=== design 1 ===
Figure 1. Signal wires by layer (design 1).
The bar under the picture is 50 um long. Only two layers are drawn.
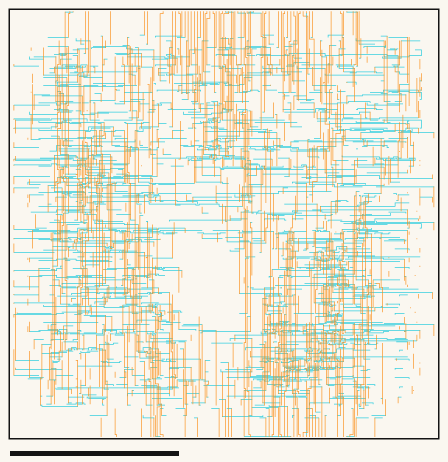

$ cat config.mk
export PLATFORM = sky130hd
export DESIGN_NAME = iahb_lite_mst
export DESIGN_NICKNAME = d
export VERILOG_FILES = /design/src/rtl/iahb_lite_mst.sv
export SDC_FILE = /design/constraint.sdc
export NUM_CORES = 1
export LEC_CHECK = 0
export CAP_MARGIN = 10
export CORE_MARGIN = 5
export CORE_UTILIZATION = 45
export DETAILED_ROUTE_END_ITERATION = 7
export MAX_ROUTING_LAYER = met4
export PLACE_DENSITY_LB_ADDON = 0.1
export SYNTH_ARGS = -nofsm -noshare
export SYNTH_HDL_FRONTEND = slang
export SYNTH_SLANG_ARGS = --single-unit
$ cat constraint.sdc
create_clock -name pll_core_cpuclk -period 1.85 [get_ports pll_core_cpuclk]
set_input_delay 0.2775 -clock pll_core_cpuclk [delete_from_list [all_inputs] [get_ports pll_core_cpuclk]]
set_output_delay 0.2775 -clock pll_core_cpuclk [all_outputs]
set_load 0.03 [all_outputs]
$ cat src/rtl/iahb_lite_mst.sv
// AHB-lite instruction/data bus master: turns a single valid/ready client request
// stream into pipelined AHB-lite transfers and returns one ordered response per request.
module iahb_lite_mst (
  input  logic        pll_core_cpuclk,
  input  logic        pad_cpu_rst_b,
  input  logic        pad_biu_bigend_b,
  // Client side: a request is taken on a rising edge with req_vld && req_rdy;
  // exactly one rsp_vld pulse is returned per taken request, in acceptance order.
  input  logic        req_vld,
  output logic        req_rdy,
  input  logic        req_write,
  input  logic [31:0] req_addr,
  input  logic [2:0]  req_size,
  input  logic [31:0] req_wdata,
  output logic        rsp_vld,
  output logic [31:0] rsp_rdata,
  output logic        rsp_err,
  output logic [31:0] mst_yy_haddr,
  output logic [1:0]  mst_yy_htrans,
  output logic [2:0]  mst_yy_hsize,
  output logic        mst_yy_hwrite,
  output logic [31:0] mst_yy_hwdata,
  input  logic [31:0] yy_mst_hrdata,
  input  logic        yy_mst_hready,
  input  logic [1:0]  yy_mst_hresp
);

  localparam logic [1:0] HTRANS_IDLE   = 2'b00;
  localparam logic [1:0] HTRANS_NONSEQ = 2'b10;
  localparam logic [1:0] HRESP_ERROR   = 2'b01;

  logic        ap_pend;
  logic        err_replay;
  logic        dp_vld;
  logic        lcl_err_pend;
  logic [31:0] ap_wdata;
  logic [1:0]  dp_addr;
  logic [2:0]  dp_size;
  logic        dp_write;

  logic        misalign;
  logic        pipe_empty;
  logic        acc_al;
  logic        acc_mis;
  logic        hresp_err;
  logic        err_cyc1;
  logic        advance;
  logic [31:0] wdata_rep;
  logic [1:0]  rd_lane;
  logic [31:0] rd_ext;

  always_comb begin
    misalign = 1'b0;
    if (req_size > 3'd2)                             misalign = 1'b1;
    else if (req_size == 3'd1 && req_addr[0])        misalign = 1'b1;
    else if (req_size == 3'd2 && req_addr[1:0] != 2'd0) misalign = 1'b1;
  end

  assign pipe_empty = !ap_pend && !dp_vld;
  // Misaligned requests never reach the bus, so they wait for an empty pipeline to keep order.
  assign req_rdy    = pad_cpu_rst_b && yy_mst_hready && !err_replay && !lcl_err_pend &&
                      (!misalign || pipe_empty);
  assign acc_al     = req_vld && req_rdy && !misalign;
  assign acc_mis    = req_vld && req_rdy && misalign;

  assign hresp_err  = (yy_mst_hresp == HRESP_ERROR);
  assign err_cyc1   = dp_vld && hresp_err && !yy_mst_hready;
  assign advance    = yy_mst_hready && ap_pend && !err_replay;

  // A pending address phase is withdrawn to IDLE for both error cycles and replayed afterwards.
  assign mst_yy_htrans = (ap_pend && !err_replay && !err_cyc1) ? HTRANS_NONSEQ : HTRANS_IDLE;

  always_comb begin
    case (req_size)
      3'd0:    wdata_rep = {4{req_wdata[7:0]}};
      3'd1:    wdata_rep = {2{req_wdata[15:0]}};
      default: wdata_rep = req_wdata;
    endcase
  end

  // Big-endian lane numbering is the bitwise complement of the little-endian one.
  always_comb begin
    rd_lane = 2'd0;
    rd_ext  = yy_mst_hrdata;
    case (dp_size)
      3'd0: begin
        rd_lane = pad_biu_bigend_b ? dp_addr : ~dp_addr;
        rd_ext  = (yy_mst_hrdata >> {rd_lane, 3'b000}) & 32'h0000_00ff;
      end
      3'd1: begin
        rd_lane = pad_biu_bigend_b ? {dp_addr[1], 1'b0} : {~dp_addr[1], 1'b0};
        rd_ext  = (yy_mst_hrdata >> {rd_lane, 3'b000}) & 32'h0000_ffff;
      end
      default: rd_ext = yy_mst_hrdata;
    endcase
  end

  always_ff @(posedge pll_core_cpuclk or negedge pad_cpu_rst_b) begin
    if (!pad_cpu_rst_b) begin
      ap_pend       <= 1'b0;
      err_replay    <= 1'b0;
      dp_vld        <= 1'b0;
      lcl_err_pend  <= 1'b0;
      ap_wdata      <= 32'd0;
      dp_addr       <= 2'd0;
      dp_size       <= 3'd0;
      dp_write      <= 1'b0;
      mst_yy_haddr  <= 32'd0;
      mst_yy_hsize  <= 3'd0;
      mst_yy_hwrite <= 1'b0;
      mst_yy_hwdata <= 32'd0;
      rsp_vld       <= 1'b0;
      rsp_rdata     <= 32'd0;
      rsp_err       <= 1'b0;
    end else begin
      rsp_vld      <= 1'b0;
      rsp_rdata    <= 32'd0;
      rsp_err      <= 1'b0;
      lcl_err_pend <= 1'b0;
      // Sticky: a replay already armed keeps its bookkeeping.
      if (err_cyc1 && ap_pend && !err_replay) err_replay <= 1'b1;
      if (yy_mst_hready) begin
        if (err_replay) err_replay <= 1'b0;
        if (dp_vld) begin
          rsp_vld   <= 1'b1;
          rsp_err   <= hresp_err;
          rsp_rdata <= (!dp_write && !hresp_err) ? rd_ext : 32'd0;
        end
        dp_vld <= advance;
        if (advance) begin
          dp_addr       <= mst_yy_haddr[1:0];
          dp_size       <= mst_yy_hsize;
          dp_write      <= mst_yy_hwrite;
          mst_yy_hwdata <= ap_wdata;
        end
        if (acc_al) begin
          ap_pend       <= 1'b1;
          mst_yy_haddr  <= req_addr;
          mst_yy_hsize  <= req_size;
          mst_yy_hwrite <= req_write;
          ap_wdata      <= wdata_rep;
        end else if (!err_replay) begin
          ap_pend <= 1'b0;
        end
        if (acc_mis) begin
          rsp_vld      <= 1'b1;
          rsp_err      <= 1'b1;
          rsp_rdata    <= 32'd0;
          lcl_err_pend <= 1'b1;
        end
      end
    end
  end

endmodule

=== design 2 ===
--- src/rtl/vit_frame_ctrl.sv ---
// Frame sequencer for a hard-decision Viterbi decoder: paces symbols into the
// branch-metric/ACS datapath, launches traceback and watches it for a timeout.
//
// state | meaning
// IDLE  | waiting for start
// RUN   | accepting FRAME_LEN symbol pairs
// FLUSH | last ACS step in flight
// TB    | traceback running, timeout counting
// DONE  | frame_done pulse
module vit_frame_ctrl #(
    parameter int FRAME_LEN  = 16,
    parameter int TB_TIMEOUT = 64,
    localparam int CW = $clog2(FRAME_LEN),
    localparam int TW = $clog2(TB_TIMEOUT + 1)
) (
    input  logic          clk,
    input  logic          rst,
    input  logic          start,
    input  logic          in_valid,
    input  logic [1:0]    rx_pair,
    output logic          in_ready,
    output logic [1:0]    bmc_rx,
    output logic          acs_en,
    output logic [CW-1:0] step_cnt,
    output logic          tb_start,
    input  logic          tb_done,
    output logic          busy,
    output logic          frame_done,
    output logic          err
);

    localparam logic [2:0] S_IDLE  = 3'd0;
    localparam logic [2:0] S_RUN   = 3'd1;
    localparam logic [2:0] S_FLUSH = 3'd2;
    localparam logic [2:0] S_TB    = 3'd3;
    localparam logic [2:0] S_DONE  = 3'd4;

    localparam logic [CW-1:0] SYM_LAST = CW'(FRAME_LEN - 1);
    localparam logic [TW-1:0] TO_LAST  = TW'(TB_TIMEOUT - 1);
    localparam logic [TW-1:0] TO_MAX   = TW'(TB_TIMEOUT);

    logic [2:0]    state;
    logic [CW-1:0] sym_cnt;
    logic [TW-1:0] to_cnt;
    logic          hs;

    assign in_ready   = (state == S_RUN);
    assign hs         = in_ready & in_valid;
    assign busy       = (state != S_IDLE);
    assign frame_done = (state == S_DONE);

    always_ff @(posedge clk or posedge rst) begin
        if (rst) begin
            state    <= S_IDLE;
            sym_cnt  <= '0;
            to_cnt   <= '0;
            bmc_rx   <= 2'b00;
            acs_en   <= 1'b0;
            step_cnt <= '0;
            tb_start <= 1'b0;
            err      <= 1'b0;
        end else begin
            acs_en   <= hs;
            tb_start <= 1'b0;

            if (hs) begin
                bmc_rx   <= rx_pair;
                step_cnt <= sym_cnt;
                if (sym_cnt != SYM_LAST)
                    sym_cnt <= sym_cnt + CW'(1);
            end

            case (state)
                S_IDLE: begin
                    if (start) begin
                        state   <= S_RUN;
                        sym_cnt <= '0;
                        err     <= 1'b0;
                    end
                end
                S_RUN: begin
                    if (hs && (sym_cnt == SYM_LAST))
                        state <= S_FLUSH;
                end
                S_FLUSH: begin
                    state    <= S_TB;
                    tb_start <= 1'b1;
                    to_cnt   <= '0;
                end
                S_TB: begin
                    // tb_start doubles as the first-TB-cycle marker; tb_done is not trusted then
                    if (!tb_start && tb_done) begin
                        state <= S_DONE;
                    end else begin
                        if (to_cnt == TO_LAST) begin
                            state <= S_IDLE;
                            err   <= 1'b1;
                        end
                        if (to_cnt != TO_MAX)
                            to_cnt <= to_cnt + TW'(1);
                    end
                end
                S_DONE: begin
                    state <= S_IDLE;
                end
                default: begin
                    state <= S_IDLE;
                end
            endcase
        end
    end

endmodule

--- config.mk ---
export PLATFORM = sky130hd
export DESIGN_NAME = vit_frame_ctrl
export DESIGN_NICKNAME = d
export VERILOG_FILES = /design/src/rtl/vit_frame_ctrl.sv
export SDC_FILE = /design/constraint.sdc
export NUM_CORES = 1
export LEC_CHECK = 0
export CORE_MARGIN = 5
export CORE_UTILIZATION = 44
export CTS_CLUSTER_SIZE = 8
export DETAILED_ROUTE_END_ITERATION = 8
export PLACE_DENSITY = 0.69
export SYNTH_ARGS = -nofsm -noshare
export SYNTH_HDL_FRONTEND = slang
export SYNTH_SLANG_ARGS = --single-unit
export TNS_END_PERCENT = 30
--- constraint.sdc ---
create_clock -name clk -period 4.4 [get_ports clk]
set_input_delay 0.44 -clock clk [delete_from_list [all_inputs] [get_ports clk]]
set_output_delay 0.44 -clock clk [all_outputs]
set_load 0.02 [all_outputs]
=== design 3 ===
File: src/rtl/parking_pkg.sv
// Shared types for the parking lot counter: per-lane sequencer states,
// lane event encoding and a small popcount helper.
package parking_pkg;

  localparam int MAX_LANES = 8;

  typedef enum logic [2:0] {
    ST_IDLE = 3'd0,
    ST_EN1  = 3'd1,
    ST_EN2  = 3'd2,
    ST_EN3  = 3'd3,
    ST_EX1  = 3'd4,
    ST_EX2  = 3'd5,
    ST_EX3  = 3'd6
  } lane_state_t;

  typedef enum logic [1:0] {
    EV_NONE  = 2'd0,
    EV_ENTER = 2'd1,
    EV_EXIT  = 2'd2
  } lane_ev_t;

  function automatic logic [3:0] count_ones(input logic [MAX_LANES-1:0] v);
    logic [3:0] n;
    n = '0;
    for (int i = 0; i < MAX_LANES; i++) begin
      n = n + {3'b000, v[i]};
    end
    return n;
  endfunction

endpackage

File: src/rtl/parking_lane_fsm.sv
// One gate lane: decodes the outer/inner beam pair into entry/exit passes and
// emits a registered one-cycle pulse when a pass completes.
//
// state | meaning
// IDLE  | both beams clear, no pass in progress
// EN1   | entering: only outer beam blocked
// EN2   | entering: both beams blocked
// EN3   | entering: only inner beam blocked
// EX1   | exiting: only inner beam blocked
// EX2   | exiting: both beams blocked
// EX3   | exiting: only outer beam blocked
module parking_lane_fsm
  import parking_pkg::*;
(
  input  logic clk,
  input  logic reset,
  input  logic a,
  input  logic b,
  output logic enter_ev,
  output logic exit_ev
);

  lane_state_t state, state_next;
  lane_ev_t    ev_next;
  logic [1:0]  ab, ba;

  assign ab = {a, b};
  assign ba = {b, a};

  always_ff @(posedge clk) begin
    if (reset) begin
      state    <= ST_IDLE;
      enter_ev <= 1'b0;
      exit_ev  <= 1'b0;
    end else begin
      state    <= state_next;
      enter_ev <= (ev_next == EV_ENTER);
      exit_ev  <= (ev_next == EV_EXIT);
    end
  end

  // Exit states walk the same shape as entry states with the beams swapped.
  always_comb begin
    state_next = state;
    ev_next    = EV_NONE;
    case (state)
      ST_IDLE: begin
        if (ab == 2'b10)      state_next = ST_EN1;
        else if (ab == 2'b01) state_next = ST_EX1;
      end
      ST_EN1: begin
        if (ab == 2'b11)      state_next = ST_EN2;
        else if (ab != 2'b10) state_next = ST_IDLE;
      end
      ST_EN2: begin
        case (ab)
          2'b01:   state_next = ST_EN3;
          2'b10:   state_next = ST_EN1;
          2'b11:   state_next = ST_EN2;
          default: state_next = ST_IDLE;
        endcase
      end
      ST_EN3: begin
        case (ab)
          2'b00: begin
            state_next = ST_IDLE;
            ev_next    = EV_ENTER;
          end
          2'b11:   state_next = ST_EN2;
          2'b01:   state_next = ST_EN3;
          default: state_next = ST_IDLE;
        endcase
      end
      ST_EX1: begin
        if (ba == 2'b11)      state_next = ST_EX2;
        else if (ba != 2'b10) state_next = ST_IDLE;
      end
      ST_EX2: begin
        case (ba)
          2'b01:   state_next = ST_EX3;
          2'b10:   state_next = ST_EX1;
          2'b11:   state_next = ST_EX2;
          default: state_next = ST_IDLE;
        endcase
      end
      ST_EX3: begin
        case (ba)
          2'b00: begin
            state_next = ST_IDLE;
            ev_next    = EV_EXIT;
          end
          2'b11:   state_next = ST_EX2;
          2'b01:   state_next = ST_EX3;
          default: state_next = ST_IDLE;
        endcase
      end
      default: state_next = ST_IDLE;
    endcase
  end

endmodule

File: src/rtl/parking_lot_counter.sv
// Parking lot occupancy counter: N_LANES independent gate sequencers feed a
// saturating occupancy register with sticky overflow/underflow flags.
module parking_lot_counter
  import parking_pkg::*;
#(
  parameter int N_LANES  = 2,
  parameter int CAPACITY = 100,
  parameter int CNT_W    = 8
) (
  input  logic               clk,
  input  logic               reset,
  input  logic [N_LANES-1:0] a,
  input  logic [N_LANES-1:0] b,
  input  logic               clr_err,
  output logic [N_LANES-1:0] enter_ev,
  output logic [N_LANES-1:0] exit_ev,
  output logic [CNT_W-1:0]   occupancy,
  output logic               full,
  output logic               empty,
  output logic               ovf,
  output logic               unf
);

  localparam int SW = CNT_W + 4;

  for (genvar g = 0; g < N_LANES; g++) begin : g_lane
    parking_lane_fsm u_lane (
      .clk      (clk),
      .reset    (reset),
      .a        (a[g]),
      .b        (b[g]),
      .enter_ev (enter_ev[g]),
      .exit_ev  (exit_ev[g])
    );
  end

  logic [MAX_LANES-1:0] enter_pad, exit_pad;
  logic [3:0]           n_enter, n_exit;
  logic signed [SW-1:0] sum;
  logic [CNT_W-1:0]     occ_next;
  logic                 clamp_hi, clamp_lo;

  always_comb begin
    enter_pad              = '0;
    exit_pad               = '0;
    enter_pad[N_LANES-1:0] = enter_ev;
    exit_pad[N_LANES-1:0]  = exit_ev;
    n_enter                = count_ones(enter_pad);
    n_exit                 = count_ones(exit_pad);
  end

  always_comb begin
    sum      = $signed({4'b0000, occupancy}) + $signed(SW'(n_enter)) - $signed(SW'(n_exit));
    occ_next = sum[CNT_W-1:0];
    clamp_hi = 1'b0;
    clamp_lo = 1'b0;
    if (sum > $signed(SW'(CAPACITY))) begin
      occ_next = CNT_W'(CAPACITY);
      clamp_hi = 1'b1;
    end else if (sum < $signed(SW'(0))) begin
      occ_next = '0;
      clamp_lo = 1'b1;
    end
  end

  // A clamp in the same cycle as clr_err keeps its flag set.
  always_ff @(posedge clk) begin
    if (reset) begin
      occupancy <= '0;
      ovf       <= 1'b0;
      unf       <= 1'b0;
    end else begin
      occupancy <= occ_next;
      ovf       <= clamp_hi | (ovf & ~clr_err);
      unf       <= clamp_lo | (unf & ~clr_err);
    end
  end

  assign full  = (occupancy == CNT_W'(CAPACITY));
  assign empty = (occupancy == '0);

endmodule

File: config.mk
export PLATFORM = sky130hd
export DESIGN_NAME = parking_lot_counter
export DESIGN_NICKNAME = d
export VERILOG_FILES = /design/src/rtl/parking_pkg.sv /design/src/rtl/parking_lane_fsm.sv /design/src/rtl/parking_lot_counter.sv
export SDC_FILE = /design/constraint.sdc
export NUM_CORES = 1
export LEC_CHECK = 0
export CELL_PAD_IN_SITES_DETAIL_PLACEMENT = 0
export CELL_PAD_IN_SITES_GLOBAL_PLACEMENT = 2
export CORE_MARGIN = 2
export CORE_UTILIZATION = 33
export DETAILED_ROUTE_END_ITERATION = 10
export GPL_TIMING_DRIVEN = 0
export PLACE_DENSITY = 0.85
export REMOVE_ABC_BUFFERS = 1
export SLEW_MARGIN = 20
export SYNTH_ARGS = -nofsm -noshare
export SYNTH_HDL_FRONTEND = slang
export SYNTH_SLANG_ARGS = --single-unit
export TNS_END_PERCENT = 1
File: constraint.sdc
create_clock -name clk -period 3.5 [get_ports clk]
set_input_delay 0.35 -clock clk [delete_from_list [all_inputs] [get_ports clk]]
set_output_delay 0.35 -clock clk [all_outputs]
set_load 0.02 [all_outputs]
Figure 2. Metal 3 (design 1).
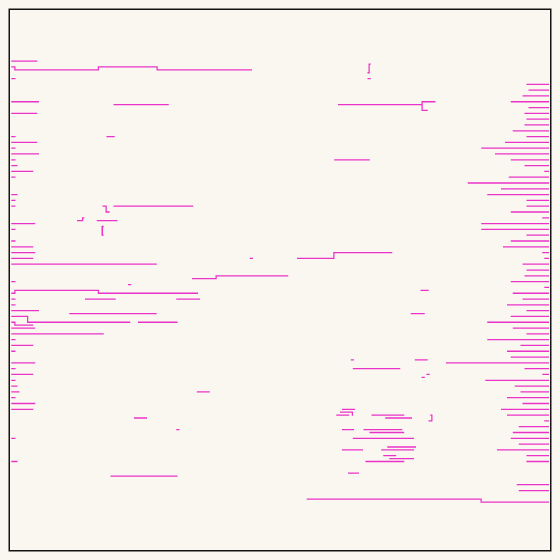
wire length on this layer	1200 um
main direction	horizontal
vias after detailed routing: 4632
met3 Usage GRT: 6.305%
drt total wl: 16330 um

## Picture notes: Figure 1
color	layer	wire length
orange	met2	8060 um
cyan	met1	6830 um
Tot GR Track Use: 21.47%
DR WL/cell: 18.29 um

==> out/metrics.yaml, design 1 <==
run_status:
  outcome: "finished with violations"
  violations: "hold timing"
final_timing:
  fin_hold_ws_ps: -10.04
  clock.fmax_mhz: 553.5
  final-setup-viol-count: 0
  hold_viol: 7
logic_synthesis:
  async_flop_share_pct: 100.0
  ys_chip_area_um2: 6115
  top_cell: "dfrtp_1"
  yosysWarnings: 0
  synth_area_um2: 6115
final_layout:
  diodes: 0
  comb_share_pct: 25.65
worst_setup_path:
  cp_common_cell: "buf_4"
  worstSetupPathType: "in2out"
  rr_endpoint: "ap_wdata[20]"
run:
  tool_warnings: 28
floorplan:
  tapCellCount: 176
global_route:
  grt_max_degree: 145
place:
  dp.cells: 862
detailed_routing:
  top_layer: "met4"
clocking:
  root_buffer: "clkbuf_16"
  clk_pin_slew_ps: 60
  htreeDepth: 4
power:
  p_leak_nw: 4.221
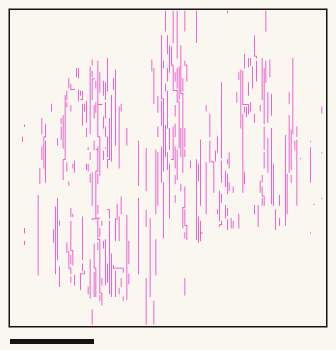
Figure 3: design 3, M2 wires.
The bar under the picture is 20 um long.
wire length on this layer	1500 um
main direction	vertical
longest straight run	21.4 um
nets with wire on the layer	187
drt total wl: 3178 um
M2 GR Usage: 21.35%

==> out/metrics.yaml, design 3 <==
power:
  peakVddDrop_uv: 215.1
  power_w: 0.001380
  power_leader: "combinational logic"
final_timing:
  clock.fmax_mhz: 325.9
  fin_skew_ps: 5.881
  hold_viol: 0
logic_synthesis:
  yosys.area_share.adder_pct: 25.24
run_status:
  outcome: "finished, final reports clean"
min_path:
  hold_depth: 2
global_route:
  track_usage_pct: 12.41
final_layout:
  lay_top_cells: "ha_1 (29), inv_1 (23), clkdlybuf4s50_1 (22), dfxtp_1 (20), a21oi_1 (17)"
  diodes: 0
place:
  dp.cells: 277
floorplan:
  initCoreUtil_pct: 34.78
worst_setup_path:
  critPathCapture: "occupancy[4]"
Figure 4. The clock network (design 2).
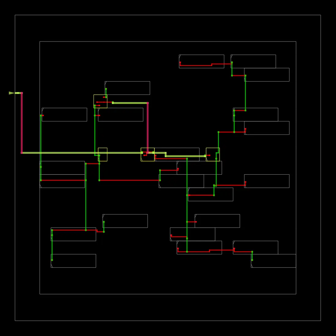
Late-Pin Clk Latency: 320 ps
Clock Power: 0.0000995 W
Clock Skew: 7.190 ps
CTS buffer count: 3

==> out/metrics.yaml, design 2 <==
logic_synthesis:
  ff_type: "dfrtp_1"
  yosys.area_share.simple_pct: 21.73
  ys_chip_area_um2: 1215
worst_setup_path:
  crit_path_start_kind: "register"
  worstSetupPathType: "reg2out"
  arrival_ps: 2010
floorplan:
  ios: 19
run_status:
  outcome: "finished, final reports clean"
final_layout:
  regArea_um2: 575.6
  n_all_inverters: 5
  bufAreaShareNonClock_pct: 12.65
  comb_area_um2: 583.1
  stdcell_count: 160
global_route:
  antenna_found_initial: 0
  track_usage_pct: 12.29
  grt_first_pass_wirelength_um: 3939
detailed_routing:
  wl_met3_um: 73
final_timing:
  rsz0062_at_grt: "no"
  fin_crit_ps: 2452
power:
  pg_comb_w: 0.000423

=== design 4 ===
`config.mk`:
```
export PLATFORM = sky130hd
export DESIGN_NAME = led_pattern_driver_flat
export DESIGN_NICKNAME = d
export VERILOG_FILES = /design/src/rtl/led_pkg.sv /design/src/rtl/led_pattern_driver_if.sv /design/src/rtl/led_pwm_channel.sv /design/src/rtl/led_pattern_driver.sv /design/src/flat_wrapper.sv
export SDC_FILE = /design/constraint.sdc
export NUM_CORES = 1
export LEC_CHECK = 0
export ABC_AREA = 1
export CORE_AREA = 5 5 98 100
export DETAILED_ROUTE_END_ITERATION = 16
export DIE_AREA = 0 0 103 105
export GPL_ROUTABILITY_DRIVEN = 0
export PLACE_DENSITY = 0.69
export SYNTH_ARGS = -nofsm -noshare
export SYNTH_HDL_FRONTEND = slang
export SYNTH_HIERARCHICAL = 1
export SYNTH_SLANG_ARGS = --single-unit
```
`constraint.sdc`:
```
create_clock -name clk -period 3.65 [get_ports clk]
set_input_delay 0.73 -clock clk [delete_from_list [all_inputs] [get_ports clk]]
set_output_delay 0.73 -clock clk [all_outputs]
set_load 0.02 [all_outputs]
```
`src/rtl/led_pkg.sv`:
```
// -----------------------------------------------------------------------------
// led_pkg
//   Shared types and constants for the LED pattern driver.
//   - led_pattern_e   : pattern generator mode (STATIC/BLINK/BREATHE/CHASE)
//   - led_colour_e    : colour select (R/G/B/WHITE)
//   - breathe_state_e : breathe ramp direction (UP/DOWN)
//   - PwmWDefault     : default duty/level width
//   - colour_mask()   : colour select -> {B,G,R} channel mask
//   - cie_lut()       : CIE1931 lightness table entry, evaluated at elaboration
//                       time to build the brightness-correction ROM
//                       (only instantiated when LED_CIE_LUT_EN is defined)
// -----------------------------------------------------------------------------
package led_pkg;

    localparam int unsigned PwmWDefault = 8;

    typedef enum logic [1:0] {
        PatStatic  = 2'd0,
        PatBlink   = 2'd1,
        PatBreathe = 2'd2,
        PatChase   = 2'd3
    } led_pattern_e;

    typedef enum logic [1:0] {
        ColR     = 2'd0,
        ColG     = 2'd1,
        ColB     = 2'd2,
        ColWhite = 2'd3
    } led_colour_e;

    typedef enum logic {
        BreatheUp   = 1'b0,
        BreatheDown = 1'b1
    } breathe_state_e;

    // Output bit order is {B,G,R}.
    function automatic logic [2:0] colour_mask(led_colour_e colour);
        logic [2:0] mask;
        mask = 3'b000;
        unique case (colour)
            ColR:     mask = 3'b001;
            ColG:     mask = 3'b010;
            ColB:     mask = 3'b100;
            ColWhite: mask = 3'b111;
        endcase
        return mask;
    endfunction

    // CIE1931: L* = 100*n/max; Y = L*/903.3 for L* <= 8, else ((L*+16)/116)^3.
    // Result is round(max*Y) in exact integer arithmetic, so lut(0)=0 and
    // lut(max)=max hold exactly. The 64-bit intermediates cover pwm_w <= 12.
    function automatic int unsigned cie_lut(int unsigned level, int unsigned pwm_w);
        longint unsigned m;
        longint unsigned n;
        longint unsigned base;
        longint unsigned num;
        longint unsigned den;
        m = (64'd1 << pwm_w) - 64'd1;
        n = 64'(level);
        if (100 * n <= 8 * m) begin
            return int'((1000 * n + 64'd4516) / 64'd9033);
        end
        base = 100 * n + 16 * m;
        num  = base * base * base;
        den  = 64'd1560896 * m * m;
        return int'((num + den / 2) / den);
    endfunction

endpackage

```
`src/rtl/led_pattern_driver_if.sv`:
```
// -----------------------------------------------------------------------------
// led_pattern_driver_if
//   Control fields from the LED register file and the PWM pin outputs.
//   master : register-file side (drives controls, observes outputs)
//   slave  : led_pattern_driver side
//   Signals:
//     led_select[1:0]   colour 0=R 1=G 2=B 3=white
//     led16_on_off      LED16 enable
//     led17_on_off      LED17 enable
//     led16_cie_on_off  LED16 CIE correction enable
//     led17_cie_on_off  LED17 CIE correction enable
//     pattern_mode[1:0] 0=STATIC 1=BLINK 2=BREATHE 3=CHASE
//     led16_rgb[2:0]    {B,G,R} PWM pins LED16
//     led17_rgb[2:0]    {B,G,R} PWM pins LED17
//     period_strobe     pulse on last clk of each PWM period
// -----------------------------------------------------------------------------
interface led_pattern_driver_if;

    logic [1:0] led_select;
    logic       led16_on_off;
    logic       led17_on_off;
    logic       led16_cie_on_off;
    logic       led17_cie_on_off;
    logic [1:0] pattern_mode;
    logic [2:0] led16_rgb;
    logic [2:0] led17_rgb;
    logic       period_strobe;

    modport master (
        output led_select,
        output led16_on_off,
        output led17_on_off,
        output led16_cie_on_off,
        output led17_cie_on_off,
        output pattern_mode,
        input  led16_rgb,
        input  led17_rgb,
        input  period_strobe
    );

    modport slave (
        input  led_select,
        input  led16_on_off,
        input  led17_on_off,
        input  led16_cie_on_off,
        input  led17_cie_on_off,
        input  pattern_mode,
        output led16_rgb,
        output led17_rgb,
        output period_strobe
    );

endinterface

```
`src/rtl/led_pwm_channel.sv`:
```
// -----------------------------------------------------------------------------
// led_pwm_channel
//   One RGB LED: level (+ optional CIE correction) -> registered duty ->
//   registered 3-bit PWM output.
//   Build option: LED_CIE_LUT_EN adds the CIE1931 ROM and the cie_en port;
//   without it duty is the linear level.
//   Ports:
//     clk, rst_n        clock, async active-low reset
//     level[PWM_W]      brightness level for the current period
//     cie_en            select CIE-corrected duty (LED_CIE_LUT_EN only)
//     led_en            LED enable
//     colour            colour select
//     pwm_cnt[PWM_W]    shared PWM step counter
//     rgb[2:0]          {B,G,R} PWM output, registered
// -----------------------------------------------------------------------------
module led_pwm_channel
    import led_pkg::*;
#(
    parameter int unsigned PWM_W = PwmWDefault
) (
    input  logic             clk,
    input  logic             rst_n,
    input  logic [PWM_W-1:0] level,
`ifdef LED_CIE_LUT_EN
    input  logic             cie_en,
`endif
    input  logic             led_en,
    input  led_colour_e      colour,
    input  logic [PWM_W-1:0] pwm_cnt,
    output logic [2:0]       rgb
);

    localparam logic [PWM_W-1:0] DutyMax = '1;

    logic [PWM_W-1:0] duty_d;
    logic [PWM_W-1:0] duty_q;
    logic [PWM_W-1:0] cnt_q;
    logic             en_q;
    logic [2:0]       mask_q;
    logic             lit;
    logic [2:0]       rgb_d;
    logic [2:0]       rgb_q;

`ifdef LED_CIE_LUT_EN
    localparam int unsigned NumLevels = 2 ** PWM_W;

    logic [PWM_W-1:0] cie_rom [NumLevels];

    for (genvar i = 0; i < NumLevels; i++) begin : g_cie_rom
        assign cie_rom[i] = PWM_W'(cie_lut(i, PWM_W));
    end

    assign duty_d = cie_en ? cie_rom[level] : level;
`else
    assign duty_d = level;
`endif

    // Stage 1: duty, counter and gating are captured together so the compare
    // below always sees a consistent period/step pair.
    always_ff @(posedge clk or negedge rst_n) begin
        if (!rst_n) begin
            duty_q <= '0;
            cnt_q  <= '0;
            en_q   <= 1'b0;
            mask_q <= 3'b000;
        end else begin
            duty_q <= duty_d;
            cnt_q  <= pwm_cnt;
            en_q   <= led_en;
            mask_q <= colour_mask(colour);
        end
    end

    // Full-scale duty is always on; zero duty never lights.
    always_comb begin
        lit   = (duty_q == DutyMax) || (cnt_q < duty_q);
        rgb_d = (en_q && lit) ? mask_q : 3'b000;
    end

    // Stage 2: registered pins.
    always_ff @(posedge clk or negedge rst_n) begin
        if (!rst_n) begin
            rgb_q <= 3'b000;
        end else begin
            rgb_q <= rgb_d;
        end
    end

    assign rgb = rgb_q;

endmodule

```
`src/rtl/led_pattern_driver.sv`:
```
// -----------------------------------------------------------------------------
// led_pattern_driver
//   Drives the two RGB LEDs (LED16/LED17) with PWM from the LED register-file
//   control fields. Patterns: static, blink, breathe, chase. All controls are
//   shadowed at PWM period boundaries so a register write never glitches a
//   period. A change of shadowed pattern mode restarts the pattern state.
//   Build option: LED_CIE_LUT_EN enables the CIE1931 brightness ROM; when
//   undefined the cie_on_off fields are ignored and duty is linear.
//   Parameters:
//     CLK_DIV        clk cycles per PWM step (>=1)
//     PWM_W          duty/level and PWM counter width
//     BLINK_PERIODS  PWM periods per blink/chase half-phase (>=1)
//     BREATHE_STEP   PWM periods per breathe level step (>=1)
//   Ports:
//     clk, rst_n     clock, async active-low reset
//     bus            led_pattern_driver_if.slave (controls in, pins/strobe out)
// -----------------------------------------------------------------------------
module led_pattern_driver
    import led_pkg::*;
#(
    parameter int unsigned CLK_DIV       = 390,
    parameter int unsigned PWM_W         = PwmWDefault,
    parameter int unsigned BLINK_PERIODS = 500,
    parameter int unsigned BREATHE_STEP  = 2
) (
    input logic                 clk,
    input logic                 rst_n,
    led_pattern_driver_if.slave bus
);

    localparam int unsigned PrescW = (CLK_DIV > 1) ? $clog2(CLK_DIV) : 1;
    localparam int unsigned BlinkW = (BLINK_PERIODS > 1) ? $clog2(BLINK_PERIODS) : 1;
    localparam int unsigned StepW  = (BREATHE_STEP > 1) ? $clog2(BREATHE_STEP) : 1;

    localparam logic [PrescW-1:0] PrescLast  = PrescW'(CLK_DIV - 1);
    localparam logic [BlinkW-1:0] BlinkLast  = BlinkW'(BLINK_PERIODS - 1);
    localparam logic [StepW-1:0]  StepLast   = StepW'(BREATHE_STEP - 1);
    localparam logic [PWM_W-1:0]  LevelMax   = '1;
    localparam logic [PWM_W-1:0]  LevelOne   = PWM_W'(1);
    localparam logic [PWM_W-1:0]  LevelPenul = LevelMax - LevelOne;

    // Timebase
    logic [PrescW-1:0] presc_q, presc_d;
    logic [PWM_W-1:0]  pwm_cnt_q, pwm_cnt_d;
    logic              tick;
    logic              strobe;

    // Shadow registers
    led_pattern_e mode_q, mode_d;
    led_colour_e  sel_q, sel_d;
    logic         en16_q, en16_d;
    logic         en17_q, en17_d;

    // Pattern state
    logic           phase_q, phase_d;
    logic [BlinkW-1:0] blink_cnt_q, blink_cnt_d;
    logic [StepW-1:0]  step_cnt_q, step_cnt_d;
    logic [PWM_W-1:0]  level_q, level_d;
    breathe_state_e    br_state_q, br_state_d;

    led_pattern_e     mode_in;
    logic [PWM_W-1:0] level16;
    logic [PWM_W-1:0] level17;
    logic [2:0]       led16_rgb;
    logic [2:0]       led17_rgb;

    // -------------------------------------------------------------------------
    // Prescaler and PWM step counter
    // -------------------------------------------------------------------------
    assign tick   = (presc_q == PrescLast);
    assign strobe = tick && (pwm_cnt_q == LevelMax);

    always_comb begin
        presc_d   = tick ? '0 : presc_q + 1'b1;
        pwm_cnt_d = tick ? pwm_cnt_q + 1'b1 : pwm_cnt_q;
    end

    always_ff @(posedge clk or negedge rst_n) begin
        if (!rst_n) begin
            presc_q   <= '0;
            pwm_cnt_q <= '0;
        end else begin
            presc_q   <= presc_d;
            pwm_cnt_q <= pwm_cnt_d;
        end
    end

    // -------------------------------------------------------------------------
    // Shadow load and pattern advance, both only on the period strobe
    // -------------------------------------------------------------------------
    assign mode_in = led_pattern_e'(bus.pattern_mode);

    always_comb begin
        mode_d      = mode_q;
        sel_d       = sel_q;
        en16_d      = en16_q;
        en17_d      = en17_q;
        phase_d     = phase_q;
        blink_cnt_d = blink_cnt_q;
        step_cnt_d  = step_cnt_q;
        level_d     = level_q;
        br_state_d  = br_state_q;

        if (strobe) begin
            mode_d = mode_in;
            sel_d  = led_colour_e'(bus.led_select);
            en16_d = bus.led16_on_off;
            en17_d = bus.led17_on_off;

            if (mode_in != mode_q) begin
                // New pattern starts from a clean state in the same period.
                phase_d     = 1'b0;
                blink_cnt_d = '0;
                step_cnt_d  = '0;
                level_d     = '0;
                br_state_d  = BreatheUp;
            end else begin
                unique case (mode_q)
                    PatBlink, PatChase: begin
                        if (blink_cnt_q == BlinkLast) begin
                            blink_cnt_d = '0;
                            phase_d     = ~phase_q;
                        end else begin
                            blink_cnt_d = blink_cnt_q + 1'b1;
                        end
                    end
                    PatBreathe: begin
                        if (step_cnt_q == StepLast) begin
                            step_cnt_d = '0;
                            unique case (br_state_q)
                                BreatheUp: begin
                                    if (level_q != LevelMax) begin
                                        level_d = level_q + 1'b1;
                                    end
                                    if (level_q >= LevelPenul) begin
                                        br_state_d = BreatheDown;
                                    end
                                end
                                BreatheDown: begin
                                    if (level_q != '0) begin
                                        level_d = level_q - 1'b1;
                                    end
                                    if (level_q <= LevelOne) begin
                                        br_state_d = BreatheUp;
                                    end
                                end
                            endcase
                        end else begin
                            step_cnt_d = step_cnt_q + 1'b1;
                        end
                    end
                    default: ;
                endcase
            end
        end
    end

    always_ff @(posedge clk or negedge rst_n) begin
        if (!rst_n) begin
            mode_q      <= PatStatic;
            sel_q       <= ColR;
            en16_q      <= 1'b0;
            en17_q      <= 1'b0;
            phase_q     <= 1'b0;
            blink_cnt_q <= '0;
            step_cnt_q  <= '0;
            level_q     <= '0;
        end else begin
            mode_q      <= mode_d;
            sel_q       <= sel_d;
            en16_q      <= en16_d;
            en17_q      <= en17_d;
            phase_q     <= phase_d;
            blink_cnt_q <= blink_cnt_d;
            step_cnt_q  <= step_cnt_d;
            level_q     <= level_d;
        end
    end

    // Breathe direction FSM state register
    always_ff @(posedge clk or negedge rst_n) begin
        if (!rst_n) begin
            br_state_q <= BreatheUp;
        end else begin
            br_state_q <= br_state_d;
        end
    end

    // -------------------------------------------------------------------------
    // Per-LED level for the current period
    // -------------------------------------------------------------------------
    always_comb begin
        level16 = LevelMax;
        level17 = LevelMax;
        unique case (mode_q)
            PatStatic: begin
                level16 = LevelMax;
                level17 = LevelMax;
            end
            PatBlink: begin
                level16 = phase_q ? LevelMax : '0;
                level17 = phase_q ? LevelMax : '0;
            end
            PatBreathe: begin
                level16 = level_q;
                level17 = level_q;
            end
            PatChase: begin
                level16 = phase_q ? LevelMax : '0;
                level17 = phase_q ? '0 : LevelMax;
            end
        endcase
    end

    // -------------------------------------------------------------------------
    // CIE select shadows
    // -------------------------------------------------------------------------
`ifdef LED_CIE_LUT_EN
    logic cie16_q;
    logic cie17_q;

    always_ff @(posedge clk or negedge rst_n) begin
        if (!rst_n) begin
            cie16_q <= 1'b0;
            cie17_q <= 1'b0;
        end else if (strobe) begin
            cie16_q <= bus.led16_cie_on_off;
            cie17_q <= bus.led17_cie_on_off;
        end
    end
`else
    // No ROM in this build: the CIE enables have no effect.
    logic unused_cie;
    assign unused_cie = bus.led16_cie_on_off ^ bus.led17_cie_on_off;
`endif

    // -------------------------------------------------------------------------
    // PWM channels
    // -------------------------------------------------------------------------
    led_pwm_channel #(
        .PWM_W (PWM_W)
    ) u_led16 (
        .clk     (clk),
        .rst_n   (rst_n),
        .level   (level16),
`ifdef LED_CIE_LUT_EN
        .cie_en  (cie16_q),
`endif
        .led_en  (en16_q),
        .colour  (sel_q),
        .pwm_cnt (pwm_cnt_q),
        .rgb     (led16_rgb)
    );

    led_pwm_channel #(
        .PWM_W (PWM_W)
    ) u_led17 (
        .clk     (clk),
        .rst_n   (rst_n),
        .level   (level17),
`ifdef LED_CIE_LUT_EN
        .cie_en  (cie17_q),
`endif
        .led_en  (en17_q),
        .colour  (sel_q),
        .pwm_cnt (pwm_cnt_q),
        .rgb     (led17_rgb)
    );

    assign bus.led16_rgb     = led16_rgb;
    assign bus.led17_rgb     = led17_rgb;
    assign bus.period_strobe = strobe;

endmodule

```
`src/flat_wrapper.sv`:
```
// flat-port wrapper written by rule: the top's interface ports become plain ports
module led_pattern_driver_flat import led_pkg::*;
#(
    parameter int unsigned CLK_DIV       = 390,
    parameter int unsigned PWM_W         = PwmWDefault,
    parameter int unsigned BLINK_PERIODS = 500,
    parameter int unsigned BREATHE_STEP  = 2
)
  (clk, rst_n, bus_led_select, bus_led16_on_off, bus_led17_on_off, bus_led16_cie_on_off, bus_led17_cie_on_off, bus_pattern_mode, bus_led16_rgb, bus_led17_rgb, bus_period_strobe);
  led_pattern_driver_if bus_i ();
  input logic clk;
  input logic rst_n;
  input wire logic [$bits(bus_i.led_select)-1:0] bus_led_select;
  input wire logic [$bits(bus_i.led16_on_off)-1:0] bus_led16_on_off;
  input wire logic [$bits(bus_i.led17_on_off)-1:0] bus_led17_on_off;
  input wire logic [$bits(bus_i.led16_cie_on_off)-1:0] bus_led16_cie_on_off;
  input wire logic [$bits(bus_i.led17_cie_on_off)-1:0] bus_led17_cie_on_off;
  input wire logic [$bits(bus_i.pattern_mode)-1:0] bus_pattern_mode;
  output wire logic [$bits(bus_i.led16_rgb)-1:0] bus_led16_rgb;
  output wire logic [$bits(bus_i.led17_rgb)-1:0] bus_led17_rgb;
  output wire logic [$bits(bus_i.period_strobe)-1:0] bus_period_strobe;
  assign bus_i.led_select = bus_led_select;
  assign bus_i.led16_on_off = bus_led16_on_off;
  assign bus_i.led17_on_off = bus_led17_on_off;
  assign bus_i.led16_cie_on_off = bus_led16_cie_on_off;
  assign bus_i.led17_cie_on_off = bus_led17_cie_on_off;
  assign bus_i.pattern_mode = bus_pattern_mode;
  assign bus_led16_rgb = bus_i.led16_rgb;
  assign bus_led17_rgb = bus_i.led17_rgb;
  assign bus_period_strobe = bus_i.period_strobe;
  led_pattern_driver #(.CLK_DIV(CLK_DIV), .PWM_W(PWM_W), .BLINK_PERIODS(BLINK_PERIODS), .BREATHE_STEP(BREATHE_STEP)) u_core (.clk(clk), .rst_n(rst_n), .bus(bus_i));
endmodule
```
=== design 5 ===
--- src/rtl/imem_loader.sv ---
// Boot loader: assembles a length-prefixed, XOR-checksummed byte stream into
// little-endian 32-bit words, writes them from address 0, then releases the cpu.
module imem_loader #(
    parameter int ADDR_W    = 10,
    parameter int NUM_WORDS = 1024
) (
    input  logic              clk,
    input  logic              rst,
    input  logic [7:0]        in_data,
    input  logic              in_valid,
    output logic              in_ready,
    input  logic              reload,
    output logic              mem_we,
    output logic [ADDR_W-1:0] mem_addr,
    output logic [31:0]       mem_wdata,
    output logic              cpu_rst,
    output logic              done,
    output logic              error,
    output logic [15:0]       words_loaded
);

    typedef enum logic [2:0] {
        S_HDR0  = 3'd0,
        S_HDR1  = 3'd1,
        S_DATA  = 3'd2,
        S_CSUM  = 3'd3,
        S_DONE  = 3'd4,
        S_ERROR = 3'd5
    } state_t;

    localparam logic [16:0] MAX_COUNT = 17'(NUM_WORDS);

    // Handshake: a byte transfers on a rising edge where in_valid && in_ready.
    state_t      state, next_state;
    logic        hs;
    logic [7:0]  count_lo;
    logic [15:0] count;
    logic [15:0] hdr_count;
    logic [1:0]  byte_idx;
    logic [7:0]  xsum;
    logic [23:0] word_buf;
    logic        last_byte;
    logic        last_word;
    logic        in_ready_d, done_d, error_d, cpu_rst_d;

    assign hs        = in_valid & in_ready;
    assign hdr_count = {in_data, count_lo};
    assign last_byte = (byte_idx == 2'd3);
    // words_loaded still holds the index of the word being assembled here.
    assign last_word = ((words_loaded + 16'd1) == count);

    always_ff @(posedge clk) begin
        if (rst) state <= S_HDR0;
        else     state <= next_state;
    end

    always_comb begin
        next_state = state;
        case (state)
            S_HDR0:  if (hs) next_state = S_HDR1;
            S_HDR1: begin
                if (hs) begin
                    if ({1'b0, hdr_count} > MAX_COUNT) next_state = S_ERROR;
                    else if (hdr_count == 16'd0)       next_state = S_CSUM;
                    else                               next_state = S_DATA;
                end
            end
            S_DATA:  if (hs && last_byte && last_word) next_state = S_CSUM;
            S_CSUM:  if (hs) next_state = (in_data == xsum) ? S_DONE : S_ERROR;
            S_DONE:  if (reload) next_state = S_HDR0;
            S_ERROR: if (reload) next_state = S_HDR0;
            default: next_state = S_HDR0;
        endcase
    end

    // Status outputs are registered from next_state so they change with the state.
    always_comb begin
        in_ready_d = 1'b0;
        done_d     = 1'b0;
        error_d    = 1'b0;
        cpu_rst_d  = 1'b1;
        case (next_state)
            S_HDR0, S_HDR1, S_DATA, S_CSUM: in_ready_d = 1'b1;
            S_DONE:  begin done_d = 1'b1; cpu_rst_d = 1'b0; end
            S_ERROR: error_d = 1'b1;
            default: in_ready_d = 1'b0;
        endcase
    end

    always_ff @(posedge clk) begin
        if (rst) begin
            in_ready <= 1'b0;
            done     <= 1'b0;
            error    <= 1'b0;
            cpu_rst  <= 1'b1;
        end else begin
            in_ready <= in_ready_d;
            done     <= done_d;
            error    <= error_d;
            cpu_rst  <= cpu_rst_d;
        end
    end

    always_ff @(posedge clk) begin
        if (rst) begin
            count_lo     <= 8'd0;
            count        <= 16'd0;
            byte_idx     <= 2'd0;
            xsum         <= 8'd0;
            word_buf     <= 24'd0;
            mem_we       <= 1'b0;
            mem_addr     <= '0;
            mem_wdata    <= 32'd0;
            words_loaded <= 16'd0;
        end else begin
            mem_we <= 1'b0;
            if (state == S_HDR0 && hs) count_lo <= in_data;
            if (state == S_HDR1 && hs) begin
                count        <= hdr_count;
                byte_idx     <= 2'd0;
                xsum         <= 8'd0;
                words_loaded <= 16'd0;
            end
            if (state == S_DATA && hs) begin
                byte_idx <= byte_idx + 2'd1;
                xsum     <= xsum ^ in_data;
                case (byte_idx)
                    2'd0:    word_buf[7:0]   <= in_data;
                    2'd1:    word_buf[15:8]  <= in_data;
                    2'd2:    word_buf[23:16] <= in_data;
                    default: word_buf        <= word_buf;
                endcase
                // The top byte goes straight to the write port, not via word_buf.
                if (last_byte) begin
                    mem_we       <= 1'b1;
                    mem_addr     <= words_loaded[ADDR_W-1:0];
                    mem_wdata    <= {in_data, word_buf};
                    words_loaded <= words_loaded + 16'd1;
                end
            end
            if ((state == S_DONE || state == S_ERROR) && reload) words_loaded <= 16'd0;
        end
    end

endmodule

--- config.mk ---
export PLATFORM = sky130hd
export DESIGN_NAME = imem_loader
export DESIGN_NICKNAME = d
export VERILOG_FILES = /design/src/rtl/imem_loader.sv
export SDC_FILE = /design/constraint.sdc
export NUM_CORES = 1
export LEC_CHECK = 0
export ABC_AREA = 1
export CAP_MARGIN = 20
export CORE_MARGIN = 2
export CORE_UTILIZATION = 43
export CTS_CLUSTER_SIZE = 20
export DETAILED_ROUTE_END_ITERATION = 7
export GPL_ROUTABILITY_DRIVEN = 0
export GPL_TIMING_DRIVEN = 0
export MAX_ROUTING_LAYER = met4
export PLACE_DENSITY = 0.67
export SLEW_MARGIN = 10
export SYNTH_ARGS = -nofsm -noshare
export SYNTH_HDL_FRONTEND = slang
export SYNTH_SLANG_ARGS = --single-unit
--- constraint.sdc ---
create_clock -name clk -period 1.9 [get_ports clk]
set_input_delay 0.19 -clock clk [delete_from_list [all_inputs] [get_ports clk]]
set_output_delay 0.19 -clock clk [all_outputs]
set_load 0.01 [all_outputs]
=== design 6 ===
===== src/rtl/mem_access_ctrl.sv =====
// ---------------------------------------------------------------------------
// mem_access_ctrl
//
// Sits between the multicycle CPU core and the unified memory. For each CPU
// request it decides legality, generates per-access byte enables, replicates
// store data across byte lanes, inserts WAIT_CYCLES memory wait states,
// extracts and sign/zero-extends load data, and returns a one-cycle ready.
//
// Parameters
//   ADDR_W      byte address width (>= 3)
//   WAIT_CYCLES extra memory latency cycles per access (0..15)
//
// Ports
//   clk        system clock, all state on the rising edge
//   rst        asynchronous reset, active low
//   cpu_req    access request, sampled only in IDLE
//   cpu_we     1 = store, 0 = load
//   cpu_size   00 byte, 01 half, 10 word, 11 illegal
//   cpu_sign   load extension: 1 sign-extend, 0 zero-extend
//   cpu_addr   byte address
//   cpu_wdata  store data, right-aligned
//   cpu_rdata  extended load result (updates only on legal loads)
//   cpu_ready  one-cycle completion pulse
//   cpu_err    misaligned/illegal flag, valid with cpu_ready
//   mem_addr   word-aligned memory address
//   mem_wdata  lane-replicated store data
//   mem_we     memory write strobe (one cycle per store)
//   mem_be     byte enables, bit i covers bits 8i+7:8i
//   mem_rdata  memory read data
// ---------------------------------------------------------------------------
module mem_access_ctrl #(
    parameter int ADDR_W      = 32,
    parameter int WAIT_CYCLES = 1
) (
    input  logic              clk,
    input  logic              rst,
    input  logic              cpu_req,
    input  logic              cpu_we,
    input  logic [1:0]        cpu_size,
    input  logic              cpu_sign,
    input  logic [ADDR_W-1:0] cpu_addr,
    input  logic [31:0]       cpu_wdata,
    output logic [31:0]       cpu_rdata,
    output logic              cpu_ready,
    output logic              cpu_err,
    output logic [ADDR_W-1:0] mem_addr,
    output logic [31:0]       mem_wdata,
    output logic              mem_we,
    output logic [3:0]        mem_be,
    input  logic [31:0]       mem_rdata
);

    localparam logic [3:0] WAIT_L = 4'(WAIT_CYCLES);

    typedef enum logic [1:0] {
        S_IDLE   = 2'd0,
        S_ACCESS = 2'd1,
        S_DONE   = 2'd2
    } state_t;

    state_t              state_q;
    logic [3:0]          cnt_q;
    logic                we_q;
    logic [1:0]          size_q;
    logic                sign_q;
    logic [1:0]          lane_q;
    logic [31:0]         cpu_rdata_q;
    logic                cpu_ready_q;
    logic                cpu_err_q;
    logic [ADDR_W-1:0]   mem_addr_q;
    logic [31:0]         mem_wdata_q;
    logic                mem_we_q;
    logic [3:0]          mem_be_q;

    // Request decode, evaluated on the live CPU inputs and only consumed
    // on the IDLE acceptance edge.
    logic                legal_d;
    logic [3:0]          be_d;
    logic [31:0]         wdata_d;

    always_comb begin
        legal_d = 1'b0;
        be_d    = 4'b0000;
        wdata_d = cpu_wdata;
        case (cpu_size)
            2'b00: begin
                legal_d = 1'b1;
                be_d    = 4'b0001 << cpu_addr[1:0];
                wdata_d = {4{cpu_wdata[7:0]}};
            end
            2'b01: begin
                legal_d = ~cpu_addr[0];
                be_d    = cpu_addr[1] ? 4'b1100 : 4'b0011;
                wdata_d = {2{cpu_wdata[15:0]}};
            end
            2'b10: begin
                legal_d = (cpu_addr[1:0] == 2'b00);
                be_d    = 4'b1111;
                wdata_d = cpu_wdata;
            end
            default: begin
                legal_d = 1'b0;
                be_d    = 4'b0000;
                wdata_d = cpu_wdata;
            end
        endcase
    end

    // Load extraction from the latched lane/size/sign of the access in flight.
    logic [7:0]  byte_sel;
    logic [15:0] half_sel;
    logic [31:0] load_d;

    always_comb begin
        case (lane_q)
            2'd1:    byte_sel = mem_rdata[15:8];
            2'd2:    byte_sel = mem_rdata[23:16];
            2'd3:    byte_sel = mem_rdata[31:24];
            default: byte_sel = mem_rdata[7:0];
        endcase
        half_sel = lane_q[1] ? mem_rdata[31:16] : mem_rdata[15:0];
        case (size_q)
            2'b00:   load_d = {{24{sign_q & byte_sel[7]}}, byte_sel};
            2'b01:   load_d = {{16{sign_q & half_sel[15]}}, half_sel};
            default: load_d = mem_rdata;
        endcase
    end

    always_ff @(posedge clk or negedge rst) begin
        if (!rst) begin
            state_q     <= S_IDLE;
            cnt_q       <= 4'd0;
            we_q        <= 1'b0;
            size_q      <= 2'b00;
            sign_q      <= 1'b0;
            lane_q      <= 2'b00;
            cpu_rdata_q <= 32'd0;
            cpu_ready_q <= 1'b0;
            cpu_err_q   <= 1'b0;
            mem_addr_q  <= '0;
            mem_wdata_q <= 32'd0;
            mem_we_q    <= 1'b0;
            mem_be_q    <= 4'b0000;
        end else begin
            case (state_q)
                S_IDLE: begin
                    cpu_ready_q <= 1'b0;
                    mem_we_q    <= 1'b0;
                    if (cpu_req) begin
                        we_q      <= cpu_we;
                        size_q    <= cpu_size;
                        sign_q    <= cpu_sign;
                        lane_q    <= cpu_addr[1:0];
                        cpu_err_q <= ~legal_d;
                        if (legal_d) begin
                            state_q     <= S_ACCESS;
                            cnt_q       <= WAIT_L;
                            mem_addr_q  <= {cpu_addr[ADDR_W-1:2], 2'b00};
                            mem_be_q    <= be_d;
                            mem_wdata_q <= wdata_d;
                            // With no wait states the first ACCESS cycle is
                            // also the last, so the strobe goes up right away.
                            mem_we_q    <= cpu_we && (WAIT_L == 4'd0);
                        end else begin
                            // Illegal: skip the memory cycle entirely.
                            state_q     <= S_DONE;
                            cpu_ready_q <= 1'b1;
                            mem_be_q    <= 4'b0000;
                        end
                    end
                end
                S_ACCESS: begin
                    if (cnt_q == 4'd0) begin
                        state_q     <= S_DONE;
                        cpu_ready_q <= 1'b1;
                        mem_we_q    <= 1'b0;
                        mem_be_q    <= 4'b0000;
                        if (!we_q) begin
                            cpu_rdata_q <= load_d;
                        end
                    end else begin
                        cnt_q    <= cnt_q - 4'd1;
                        // Strobe is registered, so raise it one edge ahead of
                        // the cycle in which the counter reads zero.
                        mem_we_q <= we_q && (cnt_q == 4'd1);
                    end
                end
                S_DONE: begin
                    cpu_ready_q <= 1'b0;
                    state_q     <= S_IDLE;
                end
                default: begin
                    state_q     <= S_IDLE;
                    cpu_ready_q <= 1'b0;
                    mem_we_q    <= 1'b0;
                    mem_be_q    <= 4'b0000;
                end
            endcase
        end
    end

    assign cpu_rdata = cpu_rdata_q;
    assign cpu_ready = cpu_ready_q;
    assign cpu_err   = cpu_err_q;
    assign mem_addr  = mem_addr_q;
    assign mem_wdata = mem_wdata_q;
    assign mem_we    = mem_we_q;
    assign mem_be    = mem_be_q;

endmodule


===== config.mk =====
export PLATFORM = sky130hd
export DESIGN_NAME = mem_access_ctrl
export DESIGN_NICKNAME = d
export VERILOG_FILES = /design/src/rtl/mem_access_ctrl.sv
export SDC_FILE = /design/constraint.sdc
export NUM_CORES = 1
export LEC_CHECK = 0
export CAP_MARGIN = 0
export CORE_MARGIN = 4
export CORE_UTILIZATION = 44
export CTS_CLUSTER_SIZE = 40
export DETAILED_ROUTE_END_ITERATION = 6
export HOLD_SLACK_MARGIN = 0.12
export PLACE_DENSITY = 0.9
export SETUP_SLACK_MARGIN = 0.05
export SLEW_MARGIN = 30
export SYNTH_ARGS = -nofsm -noshare
export SYNTH_HDL_FRONTEND = slang
export SYNTH_SLANG_ARGS = --single-unit
export TNS_END_PERCENT = 5

===== constraint.sdc =====
create_clock -name clk -period 2.73 [get_ports clk]
set_clock_uncertainty 0.15 [all_clocks]
set_input_delay 0.546 -clock clk [delete_from_list [all_inputs] [get_ports clk]]
set_output_delay 0.546 -clock clk [all_outputs]
set_load 0.1 [all_outputs]


==> layout pictures side by side <==
Power grid.
The bar under the picture is 20 um long. Pins as bars on the die edge.
(a)
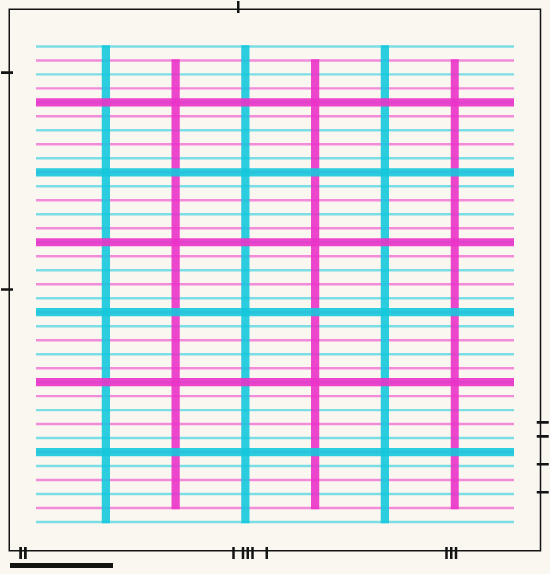
(b)
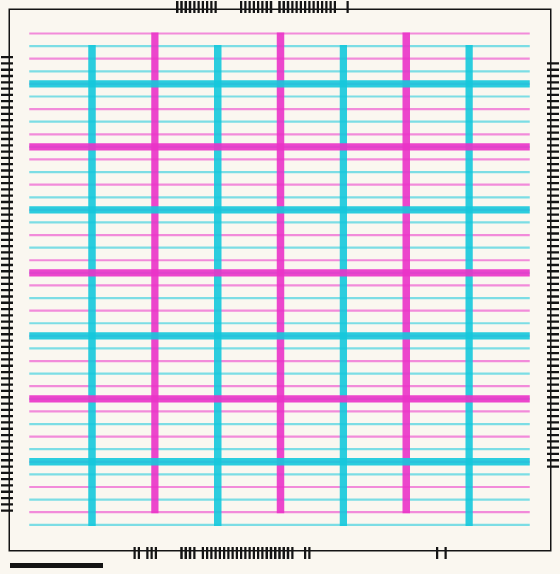
(c)
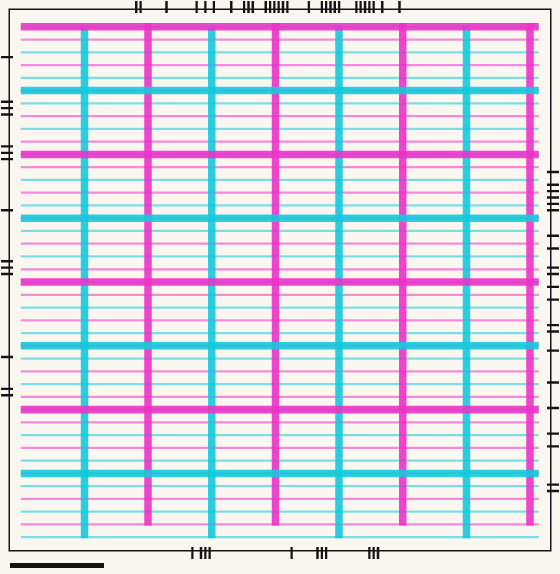
(a) comes from design 4.
(c) comes from design 5.
(b) comes from design 6.
The one with the smallest die is (a).
The one with the most pins is (b).

Figure 5. Metal 3 (design 5).
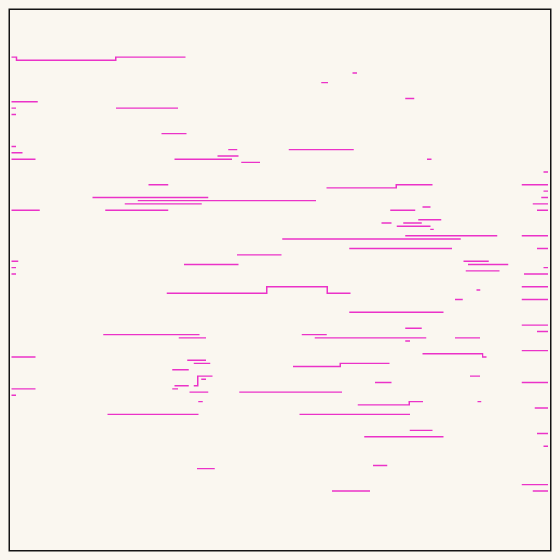
main direction	horizontal
wire length on this layer	762 um
nets with wire on the layer	78
vias after detailed routing: 5276
drt total wl: 15380 um
met3 Usage GRT: 5.008%

==> out/metrics.yaml, design 5 <==
final_layout:
  comb_area_um2: 2569
  logic_gates: 525
  top_register: "mem_wdata"
  areaGrowthSynthToFinish_pct: 30.93
min_path:
  hold_end: "word_buf[1]"
logic_synthesis:
  async_flop_share_pct: 0
  yosysSeqAreaShare_pct: 46.77
  ff_type: "dfxtp_1"
final_timing:
  clock.fmax_mhz: 563.5
  final-setup-viol-count: 0
  fin_ws_ps: 125.4
worst_setup_path:
  cp_top_family: "buffers and inverters"
  path_cells: "nor2_4, nand2_4, clkinv_4, nand2_2, nand2_1, inv_1, buf_2, nand2_1, a21oi_1"
  crit_path_start_kind: "register"
  cp_data_required_time_ps: 2240
global_route:
  grt_pass1_vias: 5032
run_status:
  outcome: "finished, final reports clean"
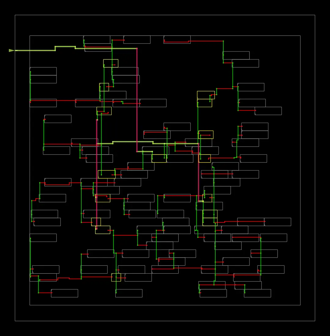
Figure 6: design 4, the clock network.
CTS buffer count: 9
sequential cell count: 89

Figure 7. M2 wires (design 4).
The bar under the picture is 20 um long.
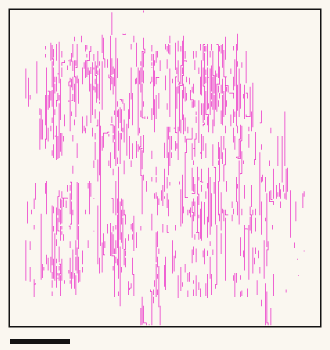
share of all routed wire	48%
nets with wire on the layer	457
wire length on this layer	3810 um
longest straight run	42.5 um
vias after detailed routing: 3341
drt total wl: 7955 um

==> out/metrics.yaml, design 4 <==
run_status:
  outcome: "finished, final reports clean"
final_timing:
  rsz0062_at_grt: "no"
  final-setup-viol-count: 0
logic_synthesis:
  yosys.area_share.adder_pct: 8.376
  synth_cell_types: 32
  yosysWarnings: 6
  syn-num-nets: 590
  ff_type: "dfrtp_1"
  largest_area_cell: "dfrtp_1"
worst_setup_path:
  path_max_fanout: 14
  worstSetupPathType: "reg2out"
  r2r-start: "u_core/pwm_cnt_q[0]"
clocking:
  cts_tree: "done"
  postCtsSetupRepairBufs: 0
final_layout:
  largest_class: "sequential cells"
  seq_share_pct: 44.13
min_path:
  hold_end: "u_core/u_led17/en_q"
  hold_depth: 0
run:
  tool_warnings: 39
global_route:
  use_met1_pct: 22.44
  grt_first_pass_wirelength_um: 13700
floorplan:
  tapCellCount: 108
Figure 8. The clock network (design 6).
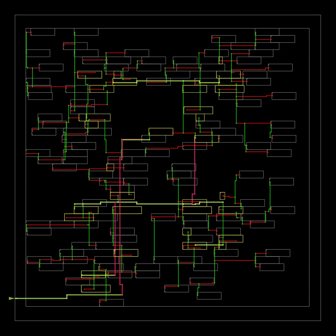
clkbuf count: 19
clock sinks: 113

==> out/metrics.yaml, design 6 <==
run_status:
  outcome: "finished, final reports clean"
min_path:
  hp-class: "reg2reg"
detailed_routing:
  drtIter0Drc: 336
final_timing:
  hold_viol: 0
worst_setup_path:
  worstSetupPathType: "reg2reg"
  cp_data_required_time_ps: 2840
logic_synthesis:
  yosysWarnings: 0
  largest_area_cell: "dfrtp_1"
  area_leaders: "dfrtp_1 (54%), mux2_2 (12%), o21ai_0 (6.4%), mux2i_1 (5.0%), a21oi_1 (3.3%)"
  avgSynthCellArea_um2: 10.81
  muxShareOfSynthArea_pct: 17.17
place:
  dpl.hpwl_um: 11760
  numPortBuffers: 203
floorplan:
  fp.coreArea_um2: 11470


==> screenshots <==
The clock network.
shot_01.png
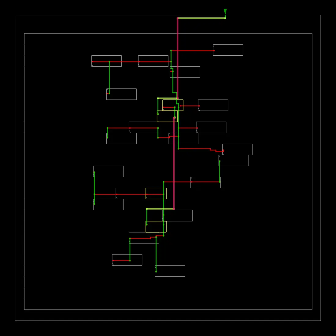
shot_02.png
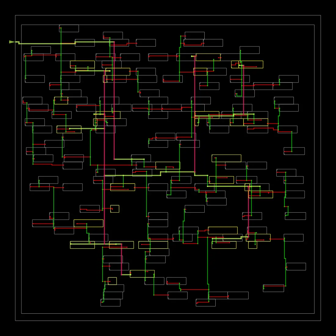
shot_03.png
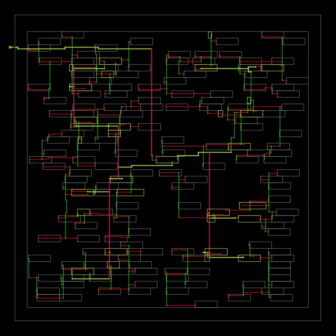
Of these, fewest sequential cells: shot_01.png
| picture | from |
|---|---|
| shot_01.png | design 3 |
| shot_02.png | design 5 |
| shot_03.png | design 1 |


## Gallery

M2 wires.
Plate I
The bar under the picture is 20 um long.
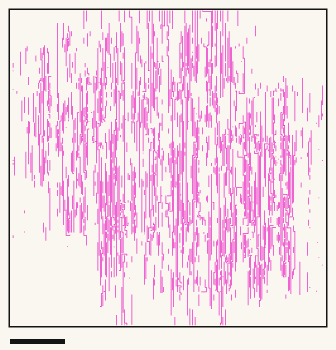
Plate II
The bar under the picture is 20 um long.
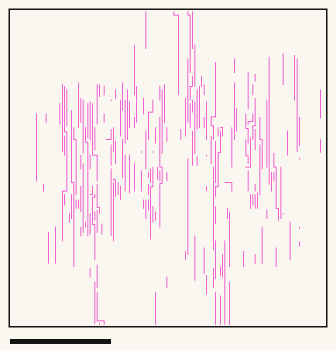
Plate III
The bar under the picture is 50 um long.
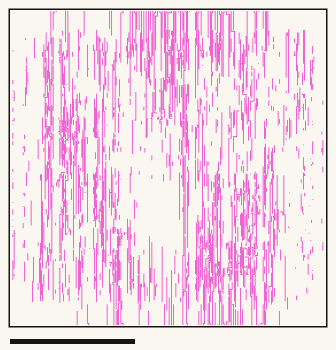
Plate IV
The bar under the picture is 20 um long.
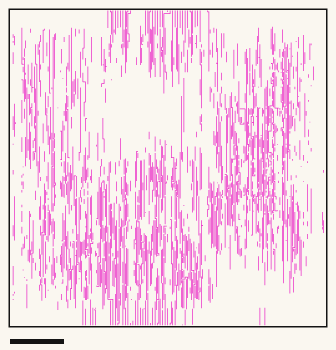
Of these, largest die: Plate III
Of these, smallest die: Plate II
Plate II -> design 2
Plate I -> design 5
Plate III -> design 1
Plate IV -> design 6

Power and IR drop assume default switching activity.
